# ---- block 1 ----
===== src/rtl/circle_crop_ctrl.sv =====
// circle_crop_ctrl: frame-synchronous controller for circle_crop.
// Committed crop settings sit in shadow registers and take effect only at the next frame start.

`ifndef DTYPE_WIDTH
`define DTYPE_WIDTH 4
`endif
`ifndef DTYPE_FRAME_START
`define DTYPE_FRAME_START 4'h1
`endif
`ifndef DTYPE_FRAME_END
`define DTYPE_FRAME_END 4'h2
`endif

module circle_crop_ctrl #(
   parameter int unsigned DIM_WIDTH = 12,
   parameter int unsigned CNT_WIDTH = 16
) (
   input  logic                    clk,
   input  logic                    resetb,
   input  logic                    dvi,
   input  logic [`DTYPE_WIDTH-1:0] dtypei,
   input  logic                    cfg_enable,
   input  logic [DIM_WIDTH-1:0]    cfg_overage,
   input  logic [CNT_WIDTH-1:0]    cfg_frames,
   input  logic                    cfg_commit,
   input  logic                    cfg_abort,
   output logic                    enable,
   output logic [DIM_WIDTH-1:0]    overage,
   output logic                    pending,
   output logic                    busy,
   output logic                    in_frame,
   output logic [CNT_WIDTH-1:0]    frames_done
);

   localparam int unsigned DTW = `DTYPE_WIDTH;
   localparam logic [DTW-1:0] DT_SOF = DTW'(`DTYPE_FRAME_START);
   localparam logic [DTW-1:0] DT_EOF = DTW'(`DTYPE_FRAME_END);
   localparam logic [CNT_WIDTH-1:0] CNT_MAX = '1;
   localparam logic [CNT_WIDTH-1:0] CNT_ONE = CNT_WIDTH'(1);

   typedef enum logic {
      ST_IDLE = 1'b0,
      ST_RUN  = 1'b1
   } state_e;

   state_e                 state_q, state_d;
   logic                   enable_q, enable_d;
   logic [DIM_WIDTH-1:0]   overage_q, overage_d;
   logic                   pending_q, pending_d;
   logic                   busy_q, busy_d;
   logic                   in_frame_q, in_frame_d;
   logic [CNT_WIDTH-1:0]   frames_done_q, frames_done_d;
   logic [CNT_WIDTH-1:0]   remaining_q, remaining_d;
   logic                   stop_req_q, stop_req_d;
   logic                   sh_enable_q, sh_enable_d;
   logic [DIM_WIDTH-1:0]   sh_overage_q, sh_overage_d;
   logic [CNT_WIDTH-1:0]   sh_frames_q, sh_frames_d;

   logic sof_c;
   logic eof_c;
   logic apply_c;
   logic stop_now_c;

   assign sof_c = dvi && (dtypei == DT_SOF);
   assign eof_c = dvi && (dtypei == DT_EOF);

   // abort blocks an apply on the same sof; pending is judged before this cycle's commit
   assign apply_c    = sof_c && pending_q && !cfg_abort;
   assign stop_now_c = (cfg_abort && (!in_frame_q || sof_c || eof_c)) ||
                       (stop_req_q && eof_c);

   always_ff @(posedge clk or negedge resetb) begin
      if (!resetb) begin
         state_q       <= ST_IDLE;
         enable_q      <= 1'b0;
         overage_q     <= '0;
         pending_q     <= 1'b0;
         busy_q        <= 1'b0;
         in_frame_q    <= 1'b0;
         frames_done_q <= '0;
         remaining_q   <= '0;
         stop_req_q    <= 1'b0;
         sh_enable_q   <= 1'b0;
         sh_overage_q  <= '0;
         sh_frames_q   <= '0;
      end else begin
         state_q       <= state_d;
         enable_q      <= enable_d;
         overage_q     <= overage_d;
         pending_q     <= pending_d;
         busy_q        <= busy_d;
         in_frame_q    <= in_frame_d;
         frames_done_q <= frames_done_d;
         remaining_q   <= remaining_d;
         stop_req_q    <= stop_req_d;
         sh_enable_q   <= sh_enable_d;
         sh_overage_q  <= sh_overage_d;
         sh_frames_q   <= sh_frames_d;
      end
   end

   always_comb begin
      state_d       = state_q;
      enable_d      = enable_q;
      overage_d     = overage_q;
      pending_d     = pending_q;
      in_frame_d    = in_frame_q;
      frames_done_d = frames_done_q;
      remaining_d   = remaining_q;
      stop_req_d    = stop_req_q;
      sh_enable_d   = sh_enable_q;
      sh_overage_d  = sh_overage_q;
      sh_frames_d   = sh_frames_q;

      if (sof_c) begin
         in_frame_d = 1'b1;
      end else if (eof_c) begin
         in_frame_d = 1'b0;
      end

      // frame completion; a nonzero budget counts down and stops at zero
      if (eof_c && (state_q == ST_RUN)) begin
         if (frames_done_q != CNT_MAX) begin
            frames_done_d = frames_done_q + CNT_ONE;
         end
         if (remaining_q != '0) begin
            remaining_d = remaining_q - CNT_ONE;
            if (remaining_q == CNT_ONE) begin
               enable_d = 1'b0;
               state_d  = ST_IDLE;
            end
         end
      end

      if (apply_c) begin
         enable_d      = sh_enable_q;
         overage_d     = sh_overage_q;
         remaining_d   = sh_frames_q;
         frames_done_d = '0;
         stop_req_d    = 1'b0;
         state_d       = sh_enable_q ? ST_RUN : ST_IDLE;
      end else if (stop_now_c) begin
         enable_d = 1'b0;
         state_d  = ST_IDLE;
      end

      if (apply_c || cfg_abort) begin
         pending_d = 1'b0;
      end
      if (cfg_commit) begin
         pending_d    = 1'b1;
         sh_enable_d  = cfg_enable;
         sh_overage_d = cfg_overage;
         sh_frames_d  = cfg_frames;
      end

      if (cfg_abort && !stop_now_c) begin
         stop_req_d = 1'b1;
      end
      if (state_d == ST_IDLE) begin
         stop_req_d = 1'b0;
      end

      busy_d = (state_d == ST_RUN);
   end

   assign enable      = enable_q;
   assign overage     = overage_q;
   assign pending     = pending_q;
   assign busy        = busy_q;
   assign in_frame    = in_frame_q;
   assign frames_done = frames_done_q;

endmodule


===== config.mk =====
export PLATFORM = sky130hd
export DESIGN_NAME = circle_crop_ctrl
export DESIGN_NICKNAME = d
export VERILOG_FILES = /design/src/rtl/circle_crop_ctrl.sv
export SDC_FILE = /design/constraint.sdc
export NUM_CORES = 1
export LEC_CHECK = 0
export CORE_UTILIZATION = 52
export DETAILED_ROUTE_END_ITERATION = 10
export MAX_ROUTING_LAYER = met4
export PLACE_DENSITY = 0.8
export SYNTH_ARGS = -nofsm -noshare
export SYNTH_HDL_FRONTEND = slang
export SYNTH_SLANG_ARGS = --single-unit
export TNS_END_PERCENT = 100

===== constraint.sdc =====
create_clock -name clk -period 2.46 [get_ports clk]
set_clock_uncertainty 0.15 [all_clocks]
set_input_delay 0.369 -clock clk [delete_from_list [all_inputs] [get_ports clk]]
set_output_delay 0.369 -clock clk [all_outputs]
set_load 0.02 [all_outputs]

# ---- block 2 ----
[src/rtl/baccarat_deal_fsm_if.sv]
// Deal FSM handshake bundle: step request in, card load strobes and results out.
// Master drives step and score/card inputs; slave is the FSM.
interface baccarat_deal_fsm_if;
    logic       step;
    logic [3:0] pscore;
    logic [3:0] dscore;
    logic [3:0] pcard3;
    logic       load_pcard1;
    logic       load_pcard2;
    logic       load_pcard3;
    logic       load_dcard1;
    logic       load_dcard2;
    logic       load_dcard3;
    logic       player_win_light;
    logic       dealer_win_light;
    logic       round_done;

    modport master (
        output step, pscore, dscore, pcard3,
        input  load_pcard1, load_pcard2, load_pcard3,
        input  load_dcard1, load_dcard2, load_dcard3,
        input  player_win_light, dealer_win_light, round_done
    );

    modport slave (
        input  step, pscore, dscore, pcard3,
        output load_pcard1, load_pcard2, load_pcard3,
        output load_dcard1, load_dcard2, load_dcard3,
        output player_win_light, dealer_win_light, round_done
    );
endinterface

[src/rtl/baccarat_deal_fsm.sv]
// Punto Banco deal/decision FSM with combinational load strobes.
// AUTO_REDEAL_EN: when defined, a step in S_RESULT starts a new round.
module baccarat_deal_fsm (
    input  logic               slow_clock,
    input  logic               resetb,
    baccarat_deal_fsm_if.slave bus
);
    typedef enum logic [2:0] {
        S_P1, S_D1, S_P2, S_D2, S_DEC1, S_DEC2, S_RESULT
    } state_t;

    state_t     state;
    logic       p_win;
    logic       d_win;
    logic       go;
    logic [3:0] v;
    logic       natural;
    logic       p_draw;
    logic       d_draw_dec1;
    logic       d_draw_dec2;

    // Strobes are gated by reset so none leak while resetb is low
    assign go = bus.step & resetb;

    assign v = (bus.pcard3 >= 4'd1 && bus.pcard3 <= 4'd9) ? bus.pcard3 : 4'd0;

    assign natural     = (bus.pscore >= 4'd8) || (bus.dscore >= 4'd8);
    assign p_draw      = !natural && (bus.pscore <= 4'd5);
    assign d_draw_dec1 = !natural && !p_draw && (bus.dscore <= 4'd5);

    always_comb begin
        d_draw_dec2 = 1'b0;
        unique case (1'b1)
            bus.dscore <= 4'd2: d_draw_dec2 = 1'b1;
            bus.dscore == 4'd3: d_draw_dec2 = (v != 4'd8);
            bus.dscore == 4'd4: d_draw_dec2 = (v >= 4'd2) && (v <= 4'd7);
            bus.dscore == 4'd5: d_draw_dec2 = (v >= 4'd4) && (v <= 4'd7);
            bus.dscore == 4'd6: d_draw_dec2 = (v >= 4'd6) && (v <= 4'd7);
            default:            d_draw_dec2 = 1'b0;
        endcase
    end

    assign bus.load_pcard1 = go && (state == S_P1);
    assign bus.load_dcard1 = go && (state == S_D1);
    assign bus.load_pcard2 = go && (state == S_P2);
    assign bus.load_dcard2 = go && (state == S_D2);
    assign bus.load_pcard3 = go && (state == S_DEC1) && p_draw;
    assign bus.load_dcard3 = go &&
        (((state == S_DEC1) && d_draw_dec1) ||
         ((state == S_DEC2) && d_draw_dec2));

    assign bus.player_win_light = p_win;
    assign bus.dealer_win_light = d_win;
    assign bus.round_done       = (state == S_RESULT);

    always_ff @(posedge slow_clock or negedge resetb) begin
        if (!resetb) begin
            state <= S_P1;
            p_win <= 1'b0;
            d_win <= 1'b0;
        end else begin
            // Re-evaluated every cycle so a late D3 score is picked up
            p_win <= 1'b0;
            d_win <= 1'b0;
            if (state == S_RESULT) begin
                p_win <= (bus.pscore >= bus.dscore);
                d_win <= (bus.dscore >= bus.pscore);
            end
            if (bus.step) begin
                case (state)
                    S_P1:     state <= S_D1;
                    S_D1:     state <= S_P2;
                    S_P2:     state <= S_D2;
                    S_D2:     state <= S_DEC1;
                    S_DEC1:   state <= p_draw ? S_DEC2 : S_RESULT;
                    S_DEC2:   state <= S_RESULT;
`ifdef AUTO_REDEAL_EN
                    S_RESULT: begin
                        state <= S_P1;
                        p_win <= 1'b0;
                        d_win <= 1'b0;
                    end
`else
                    S_RESULT: state <= S_RESULT;
`endif
                    default:  state <= S_P1;
                endcase
            end
        end
    end
endmodule

[src/flat_wrapper.sv]
// flat-port wrapper written by rule: the top's interface ports become plain ports
module baccarat_deal_fsm_flat 
  (slow_clock, resetb, bus_step, bus_pscore, bus_dscore, bus_pcard3, bus_load_pcard1, bus_load_pcard2, bus_load_pcard3, bus_load_dcard1, bus_load_dcard2, bus_load_dcard3, bus_player_win_light, bus_dealer_win_light, bus_round_done);
  baccarat_deal_fsm_if bus_i ();
  input  logic slow_clock;
  input  logic resetb;
  input wire logic [$bits(bus_i.step)-1:0] bus_step;
  input wire logic [$bits(bus_i.pscore)-1:0] bus_pscore;
  input wire logic [$bits(bus_i.dscore)-1:0] bus_dscore;
  input wire logic [$bits(bus_i.pcard3)-1:0] bus_pcard3;
  output wire logic [$bits(bus_i.load_pcard1)-1:0] bus_load_pcard1;
  output wire logic [$bits(bus_i.load_pcard2)-1:0] bus_load_pcard2;
  output wire logic [$bits(bus_i.load_pcard3)-1:0] bus_load_pcard3;
  output wire logic [$bits(bus_i.load_dcard1)-1:0] bus_load_dcard1;
  output wire logic [$bits(bus_i.load_dcard2)-1:0] bus_load_dcard2;
  output wire logic [$bits(bus_i.load_dcard3)-1:0] bus_load_dcard3;
  output wire logic [$bits(bus_i.player_win_light)-1:0] bus_player_win_light;
  output wire logic [$bits(bus_i.dealer_win_light)-1:0] bus_dealer_win_light;
  output wire logic [$bits(bus_i.round_done)-1:0] bus_round_done;
  assign bus_i.step = bus_step;
  assign bus_i.pscore = bus_pscore;
  assign bus_i.dscore = bus_dscore;
  assign bus_i.pcard3 = bus_pcard3;
  assign bus_load_pcard1 = bus_i.load_pcard1;
  assign bus_load_pcard2 = bus_i.load_pcard2;
  assign bus_load_pcard3 = bus_i.load_pcard3;
  assign bus_load_dcard1 = bus_i.load_dcard1;
  assign bus_load_dcard2 = bus_i.load_dcard2;
  assign bus_load_dcard3 = bus_i.load_dcard3;
  assign bus_player_win_light = bus_i.player_win_light;
  assign bus_dealer_win_light = bus_i.dealer_win_light;
  assign bus_round_done = bus_i.round_done;
  baccarat_deal_fsm u_core (.slow_clock(slow_clock), .resetb(resetb), .bus(bus_i));
endmodule
[config.mk]
export PLATFORM = sky130hd
export DESIGN_NAME = baccarat_deal_fsm_flat
export DESIGN_NICKNAME = d
export VERILOG_FILES = /design/src/rtl/baccarat_deal_fsm_if.sv /design/src/rtl/baccarat_deal_fsm.sv /design/src/flat_wrapper.sv
export SDC_FILE = /design/constraint.sdc
export NUM_CORES = 1
export LEC_CHECK = 0
export ABC_AREA = 1
export CAP_MARGIN = 20
export CORE_AREA = 3 3 40 42
export CTS_BUF_LIST = sky130_fd_sc_hd__clkbuf_16
export CTS_CLUSTER_DIAMETER = 60
export DETAILED_ROUTE_END_ITERATION = 8
export DIE_AREA = 0 0 43 45
export PLACE_DENSITY = 0.76
export SLEW_MARGIN = 0
export SYNTH_ARGS = -nofsm -noshare
export SYNTH_HDL_FRONTEND = slang
export SYNTH_SLANG_ARGS = --single-unit
[constraint.sdc]
create_clock -name slow_clock -period 1.3 [get_ports slow_clock]
set_clock_uncertainty 0.05 [all_clocks]
set_input_delay 0.195 -clock slow_clock [delete_from_list [all_inputs] [get_ports slow_clock]]
set_output_delay 0.195 -clock slow_clock [all_outputs]
set_load 0.05 [all_outputs]
# ---- block 3 ----
`config.mk`:
```
export PLATFORM = sky130hd
export DESIGN_NAME = oc_uart_rx
export DESIGN_NICKNAME = d
export VERILOG_FILES = /design/src/rtl/oc_uart_rx.sv
export SDC_FILE = /design/constraint.sdc
export NUM_CORES = 1
export LEC_CHECK = 0
export CORE_MARGIN = 5
export CORE_UTILIZATION = 50
export CTS_CLUSTER_SIZE = 8
export DETAILED_ROUTE_END_ITERATION = 8
export PLACE_DENSITY_LB_ADDON = 0.25
export REMOVE_ABC_BUFFERS = 1
export SLEW_MARGIN = 20
export SYNTH_ARGS = -nofsm -noshare
export SYNTH_HDL_FRONTEND = slang
export SYNTH_SLANG_ARGS = --single-unit
```
`constraint.sdc`:
```
create_clock -name clock -period 2.9 [get_ports clock]
set_input_delay 0.58 -clock clock [delete_from_list [all_inputs] [get_ports clock]]
set_output_delay 0.58 -clock clock [all_outputs]
set_load 0.005 [all_outputs]
```
`src/rtl/oc_uart_rx.sv`:
```
// oc_uart_rx: receive front-end for a single UART pin.
// Synchronizes the raw line, deframes 8N1 characters using a mid-bit
// sampling timer, buffers completed bytes in a small FIFO and presents them
// as a valid/ready byte stream with one-cycle error pulses.
module oc_uart_rx #(
    parameter int ClockHz    = 156250000,
    parameter int Baud       = 460800,
    parameter int SyncStages = 3,
    parameter int FifoDepth  = 4
) (
    input  logic       clock,
    input  logic       resetN,
    input  logic       uartRx,
    output logic [7:0] rxData,
    output logic       rxValid,
    input  logic       rxReady,
    output logic       framingError,
    output logic       overflowError,
    output logic       rxBusy
);

    // ------------------------------------------------------------------
    // Derived constants
    // ------------------------------------------------------------------
    // Clock cycles per bit, rounded to the nearest integer.
    localparam int CyclesPerBit = (ClockHz + Baud / 2) / Baud;
    localparam int TimerWidth   = $clog2(CyclesPerBit);
    localparam int IndexWidth   = $clog2(FifoDepth);
    localparam int PtrWidth     = IndexWidth + 1;

    // Half a bit minus one lands the start-bit check mid-bit; every later
    // sample is one full bit period after the previous one.
    localparam logic [TimerWidth-1:0] HalfLoad = TimerWidth'(CyclesPerBit / 2 - 1);
    localparam logic [TimerWidth-1:0] FullLoad = TimerWidth'(CyclesPerBit - 1);
    localparam logic [TimerWidth-1:0] TimerOne = TimerWidth'(1);
    localparam logic [PtrWidth-1:0]   PtrOne   = PtrWidth'(1);
    localparam logic [2:0]            LastBit  = 3'd7;

    // ------------------------------------------------------------------
    // Elaboration-time parameter checks
    // ------------------------------------------------------------------
    generate
        if (CyclesPerBit < 8) begin : g_bad_rate
            $error("oc_uart_rx: ClockHz/Baud must give at least 8 cycles per bit");
        end
        if (SyncStages < 2 || SyncStages > 4) begin : g_bad_sync
            $error("oc_uart_rx: SyncStages must be in 2..4");
        end
        if (FifoDepth < 2 || FifoDepth > 16 || (FifoDepth & (FifoDepth - 1)) != 0) begin : g_bad_depth
            $error("oc_uart_rx: FifoDepth must be a power of two in 2..16");
        end
    endgenerate

    // ------------------------------------------------------------------
    // Input synchronizer
    // ------------------------------------------------------------------
    logic [SyncStages-1:0] sync_reg;
    logic                  rx_sync;

    // Metastability chain; resets to all ones so the line reads idle.
    always_ff @(posedge clock) begin
        if (!resetN) begin
            sync_reg <= '1;
        end else begin
            sync_reg <= {sync_reg[SyncStages-2:0], uartRx};
        end
    end

    assign rx_sync = sync_reg[SyncStages-1];

    // ------------------------------------------------------------------
    // Deframer state machine
    // ------------------------------------------------------------------
    typedef enum logic [2:0] {
        ST_IDLE,
        ST_START,
        ST_DATA,
        ST_STOP,
        ST_BREAK
    } state_t;

    state_t                state_reg, state_next;
    logic [TimerWidth-1:0] timer_reg, timer_next;
    logic [2:0]            bit_index_reg, bit_index_next;
    logic [7:0]            shift_reg, shift_next;
    logic                  expired;
    logic                  push;
    logic                  frame_bad;

    // Deframer state, bit timer, bit index and shift register.
    always_ff @(posedge clock) begin
        if (!resetN) begin
            state_reg     <= ST_IDLE;
            timer_reg     <= '0;
            bit_index_reg <= '0;
            shift_reg     <= '0;
        end else begin
            state_reg     <= state_next;
            timer_reg     <= timer_next;
            bit_index_reg <= bit_index_next;
            shift_reg     <= shift_next;
        end
    end

    assign expired = (timer_reg == '0);

    // Next-state logic; push and frame_bad are single-cycle strobes raised
    // on the stop-sample cycle.
    always_comb begin
        state_next     = state_reg;
        timer_next     = timer_reg;
        bit_index_next = bit_index_reg;
        shift_next     = shift_reg;
        push           = 1'b0;
        frame_bad      = 1'b0;

        case (state_reg)
            ST_IDLE: begin
                if (!rx_sync) begin
                    timer_next = HalfLoad;
                    state_next = ST_START;
                end
            end

            ST_START: begin
                if (expired) begin
                    if (rx_sync) begin
                        // Line went back high before mid start bit: a glitch.
                        state_next = ST_IDLE;
                    end else begin
                        timer_next     = FullLoad;
                        bit_index_next = '0;
                        state_next     = ST_DATA;
                    end
                end else begin
                    timer_next = timer_reg - TimerOne;
                end
            end

            ST_DATA: begin
                if (expired) begin
                    // LSB arrives first, so shift in from the top.
                    shift_next = {rx_sync, shift_reg[7:1]};
                    timer_next = FullLoad;
                    if (bit_index_reg == LastBit) begin
                        state_next = ST_STOP;
                    end else begin
                        bit_index_next = bit_index_reg + 3'd1;
                    end
                end else begin
                    timer_next = timer_reg - TimerOne;
                end
            end

            ST_STOP: begin
                if (expired) begin
                    if (rx_sync) begin
                        push       = 1'b1;
                        state_next = ST_IDLE;
                    end else begin
                        frame_bad  = 1'b1;
                        state_next = ST_BREAK;
                    end
                end else begin
                    timer_next = timer_reg - TimerOne;
                end
            end

            ST_BREAK: begin
                // A held-low line stays here, so it reports only one error.
                if (rx_sync) begin
                    state_next = ST_IDLE;
                end
            end

            default: begin
                state_next = ST_IDLE;
            end
        endcase
    end

    assign rxBusy = (state_reg != ST_IDLE);

    // ------------------------------------------------------------------
    // Receive FIFO
    // ------------------------------------------------------------------
    logic [PtrWidth-1:0]   wr_ptr_reg;
    logic [PtrWidth-1:0]   rd_ptr_reg;
    logic [IndexWidth-1:0] wr_index;
    logic [IndexWidth-1:0] rd_index;
    logic [7:0]            mem [FifoDepth];
    logic                  full;
    logic                  empty;
    logic                  pop;
    logic                  write;
    logic                  drop;

    assign wr_index = wr_ptr_reg[IndexWidth-1:0];
    assign rd_index = rd_ptr_reg[IndexWidth-1:0];

    // The extra pointer bit distinguishes full from empty at equal indices.
    assign full  = (wr_ptr_reg[IndexWidth] != rd_ptr_reg[IndexWidth]) && (wr_index == rd_index);
    assign empty = (wr_ptr_reg == rd_ptr_reg);
    assign pop   = !empty && rxReady;

    // A pop in the same cycle frees the slot the push needs.
    assign write = push && (!full || pop);
    assign drop  = push && full && !pop;

    // Read and write pointers.
    always_ff @(posedge clock) begin
        if (!resetN) begin
            wr_ptr_reg <= '0;
            rd_ptr_reg <= '0;
        end else begin
            if (write) begin
                wr_ptr_reg <= wr_ptr_reg + PtrOne;
            end
            if (pop) begin
                rd_ptr_reg <= rd_ptr_reg + PtrOne;
            end
        end
    end

    // Storage; cleared on reset so the head reads zero while empty.
    always_ff @(posedge clock) begin
        if (!resetN) begin
            for (int i = 0; i < FifoDepth; i++) begin
                mem[i] <= '0;
            end
        end else if (write) begin
            for (int i = 0; i < FifoDepth; i++) begin
                if (wr_index == IndexWidth'(i)) begin
                    mem[i] <= shift_reg;
                end
            end
        end
    end

    // The head entry only changes on a pop, so it is stable under backpressure.
    assign rxData  = mem[rd_index];
    assign rxValid = !empty;

    // ------------------------------------------------------------------
    // Error pulses
    // ------------------------------------------------------------------
    logic framing_reg;
    logic overflow_reg;

    // Register the error strobes into one-cycle output pulses.
    always_ff @(posedge clock) begin
        if (!resetN) begin
            framing_reg  <= 1'b0;
            overflow_reg <= 1'b0;
        end else begin
            framing_reg  <= frame_bad;
            overflow_reg <= drop;
        end
    end

    assign framingError  = framing_reg;
    assign overflowError = overflow_reg;

endmodule

```
==> block_1/layer_met3.png <==
Scale: 3 px per um.
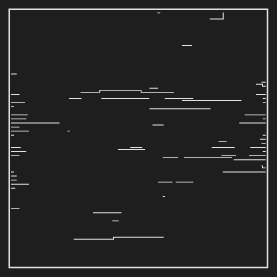
longest straight run = 20.0 um
wire length on this layer = 349 um
vias post-DR: 2861
detailed-route wire length: 7.76 mm

==> results.txt, block 1 <==
Status on the layout run. The run finished, with violations left. The checks that failed: design-rule violations. Area fraction of clock buffers and clock inverters landed at around 3.8%. CTS buffer count landed at 9. Of the total synthesized cell area, the portion taken by XOR and XNOR cells is between 5 and 6%. Clock edge transition at the registers on the reported setup and hold paths landed at roughly 0.090 ns. Along the worst path, the maximum fanout reaches 8. Per the detail_route log, met3 wirelength is 349 um. The final design was reported to hold multi-input combinational gates totalling ~240. Setup slack of the critical path after layout landed at 0.137 ns. The script parses the final routing iteration and logs DRC violations as 1. Final hold analysis gives a worst-case slack of between 0.3 and 0.4 ns. Post-route antenna net violation count landed at 0. Data required time at the worst endpoint landed at around 2.5 ns. In the finished layout, the clock tree contains a buffer count of 9. Listed in order, past its start point the critical path passes inv_1 > ha_1 > nor3b_1 > nand4_1 > nand2_1 > buf_4 > xor2_1 > o21ai_0. Per the timing report, the most critical flop-to-flop path finishes at remaining_q[3]$_DFFE_PN0P_. Per the area breakdown, the dominant cell category is sequential cells. Per the hold report, the tightest min-delay path originates at sh_overage_q[10]$_DFFE_PN0P_. Multi-input gates account for 33.5% of the area. Worst slack after detailed placement landed at -0.157 ns.

After floorplanning, the die was sized to cover roughly 7300 um2. Mean instance size in the synthesized netlist landed at around 11 um2. When the netlist entered floorplanning its net count stood at 382.

Setup repair after global routing left no endpoint under its margin. STA lists the startpoint of the worst register-to-register path as remaining_q[0]$_DFFE_PN0P_. Insertion delay at the late pin of the worst-skew pair landed at roughly 0.35 ns.

The number of global-route vias before repair is 2857.
==> block 1: sequential cells by signal, indices dropped and copies added, names as in the netlist, 12 cells and up <==
signal / flops
sh_frames_q: 16
sh_overage_q: 12
overage: 12
frames_done: 16
remaining_q: 16
==> block 1: routing by layer <==
metal  GRT usage (%)  vias up
met3            5.39       13
met4            8.18        0
met5               -        -
li1                -     1377
met2            38.6       79
met1            28.9     1392
==> block 1: tightest hold or removal path: stages, from the launching register on <==
cell	delay, ns
sky130_fd_sc_hd__dfrtp_1	0.35
sky130_fd_sc_hd__nand2_1	0.05
sky130_fd_sc_hd__nand2_1	0.04
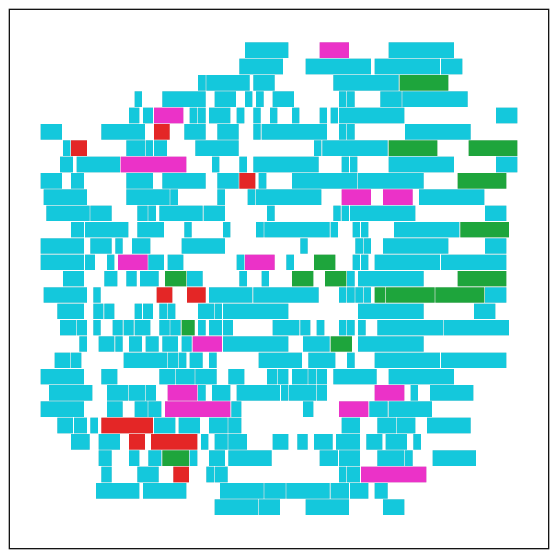
(block_3/sizes.png)
Scale: 6 px per um.
_0 and _1 cells -> cyan  # cells 272, share 88%
_2 cells -> green  # cells 16, share 5.2%
_3 and _4 cells -> red  # cells 9, share 2.9%
_6 and larger -> magenta  # cells 13, share 4.2%

==> results.txt, block 3 <==
Status on the layout run. The flow ran to the end, and the final reports show no timing, DRC or antenna violations. Share of total power in combinational logic landed at 8.8%. Area fraction of clock buffers and clock inverters landed at roughly 6.8%. In this run the layout overhead on the synthesized area is reported as 14.6%. Number of enable-type register cells in the synthesized netlist landed at 32. Of the post-synthesis cell area, the part taken by muxes is 8.83%. The OpenROAD report gives the critical path a required time of 2.32 ns. Number of vias after detailed routing landed at roughly 2300. STA lists the startpoint of the worst hold path as sync_reg[1]$_SDFF_PN1_. The fraction of cell area in sequential cells is reported as approximately 46%.

For reference, the final report shows the max-slew violation count at 0. In this run the clock root is driven by a sky130_fd_sc_hd__clkbuf_8. The worst setup path is of the register to output port kind. Detailed placement finished with a half-perimeter wire length of approximately 4.7 mm. Internal power landed at ~0.0017 W. Headroom to the max-slew limit came out at about three fifths. Worst hold margin landed at ~0.41 ns.

Number of tap cells added at floorplan landed at around 77. Chip width landed at between 80 and 90 um. For the worst flop-to-flop path, the logic depth is 6. Number of buffers inserted by port buffering landed at 15. In the global route stage, overall resource usage came out at 19.0%. The largest individual stage delay along the critical path comes from the cell sky130_fd_sc_hd__dfxtp_1.

Die height landed at 89.7 um. Number of non-clock buffers in the layout landed at 20. Number of warnings in the stage logs landed at 28. After routing, the total negative slack on setup checks comes to 0 ns.
-- block 3: power groups by stage --
stage | sequential (W) | clock [W] | combinational (W)
finish | 0.00105 | 0.000962 | 0.000193
global route | 0.00105 | 0.00103 | 0.000213
CTS | 0.00105 | 0.000981 | 0.000193
detailed placement | 0.00107 | 0 | 0.000191
global placement | 0.00107 | 0 | 0.000190
floorplan | 0.00106 | 0 | 0.000123
-- block 3: metal layers --
metal / part of all wire [%] / wire length [um] / global-route usage (%)
met1: 44 / 2920 / 25.0
met2: 50 / 3330 / 30.3
met3: 5.2 / 351 / 5.84
met4: 1.6 / 110 / 5.28
met5: 0 / 0 / 0
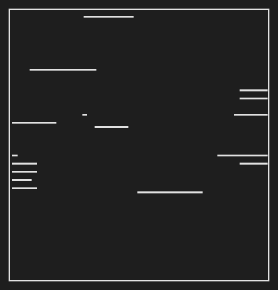
(block_2/layer_met3.png)
Scale: 6 px per um.
main direction = horizontal
nets with wire on the layer = 14
longest straight run = 10.8 um
share of all routed wire = 5.1%
wire length on this layer = 84.0 um

==> results.txt, block 2 <==
Status on the layout run. The flow ran to the end, but the final reports show violations. The checks that failed: negative setup slack. The CTS report gives the tree buffer count as 3. The most common logic cell in the final layout is sky130_fd_sc_hd__nand2_1. The final timing report derives a shortest allowable period of between 1.5 and 2 ns.

The largest register by flop count is u_core.state. For the clock group, total power comes out at 0.000499 W. The number of global-route vias before repair is 649. Nets still carrying antenna violations after routing amount to 0. Worst hold path cell count landed at 5.

The clock passes through at most 2 buffers. STA lists the startpoint of the worst register-to-register path as u_core.state[1]$_DFFE_PN0P_. The final layout report lists a non-clock buffer count of 36.

Tally of max-capacitance violations landed at 0. Sequential element share of the synthesized area landed at around a quarter. The post-synth register bit count is 5. Worst IR drop on VDD landed at between 1 and 1.5 mV. Count of inserted antenna diode cells landed at 0.

Per the layout report, the design carries just under 90 filler cells. Data required time at the worst endpoint landed at approximately 1.1 ns. Worst relative slew slack landed at between 80% and 90%.

In this run, power in combinational logic comes to between 0.0008 and 0.0009 W. Number of antenna violations at the first check in global routing landed at 0. Summing all flip-flop and latch instances after layout gives approximately 130 um2. Leaving out the clock tree, the finished layout contains an inverter count of 16.

Instance count on the critical path landed at 6. Global routing met3 resource utilization landed at around 4.4%. Power per cell area landed at around 1500 nW/um2.

Looking at the cell usage after synthesis, the top flip-flop cell is sky130_fd_sc_hd__dfrtp_1. Die height landed at about 45 um. Yosys reports the multiplexer fraction of the synthesized area as 0%. Number of buffers inserted by port buffering landed at 23.

Grouping stages by cell kind, the critical path spends the most delay in buffers and inverters. In this run the layout overhead on the synthesized area is reported as 120%. Share of cell area taken by flip-flops and latches landed at approximately an eighth. Setup slack on the critical path of the routed design comes to -0.234 ns. Switching power of the nets landed at just over 0.0006 W. The report lists the number of standard-cell rows as 13. Of the total synthesized cell area, the portion taken by XOR and XNOR cells is between 1.5 and 2%.

Of the total power, registers draw roughly 16%. CTS H-tree depth landed at 1. Summing over every cut layer, the via total after detailed routing is approximately 630.

Final-report setup violation count landed at 7.
## block 2: per-stage QoR
| step | cell area (um2) | setup TNS (ns) | hold WS (ns) | setup slack [ns] | total power, W |
|---|---|---|---|---|---|
| after floorplan | 512 | -0.362 | -0.151 | -0.161 | 0.000641 |
| after global placement | 915 | -2.37 | 0.446 | -0.329 | 0.000949 |
| after detailed placement | 915 | -2.63 | 0.465 | -0.343 | 0.000969 |
| after CTS | 1020 | -1.11 | 0.427 | -0.226 | 0.00151 |
| after global routing | 1060 | -1.59 | 0.468 | -0.299 | 0.00168 |
| final | 1060 | -1.18 | 0.453 | -0.234 | 0.00160 |


==> gallery <==
Routing congestion.
panel A
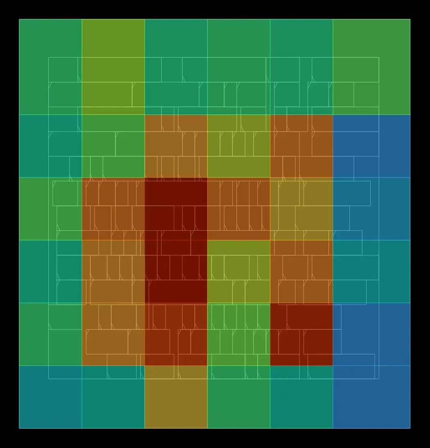
panel B
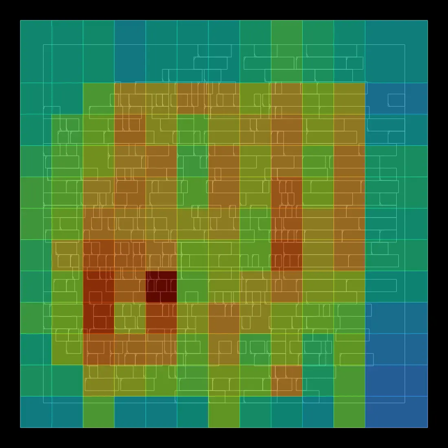
panel C
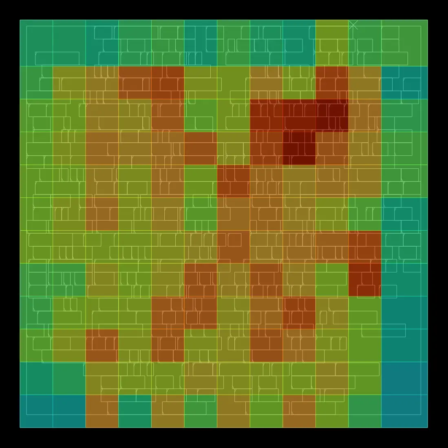
Panel B comes from block 3.
Panel A comes from block 2.
Panel C comes from block 1.
- most wire per cell: panel B
- highest utilization: panel A

Power is estimated from default activity; no workload was simulated.
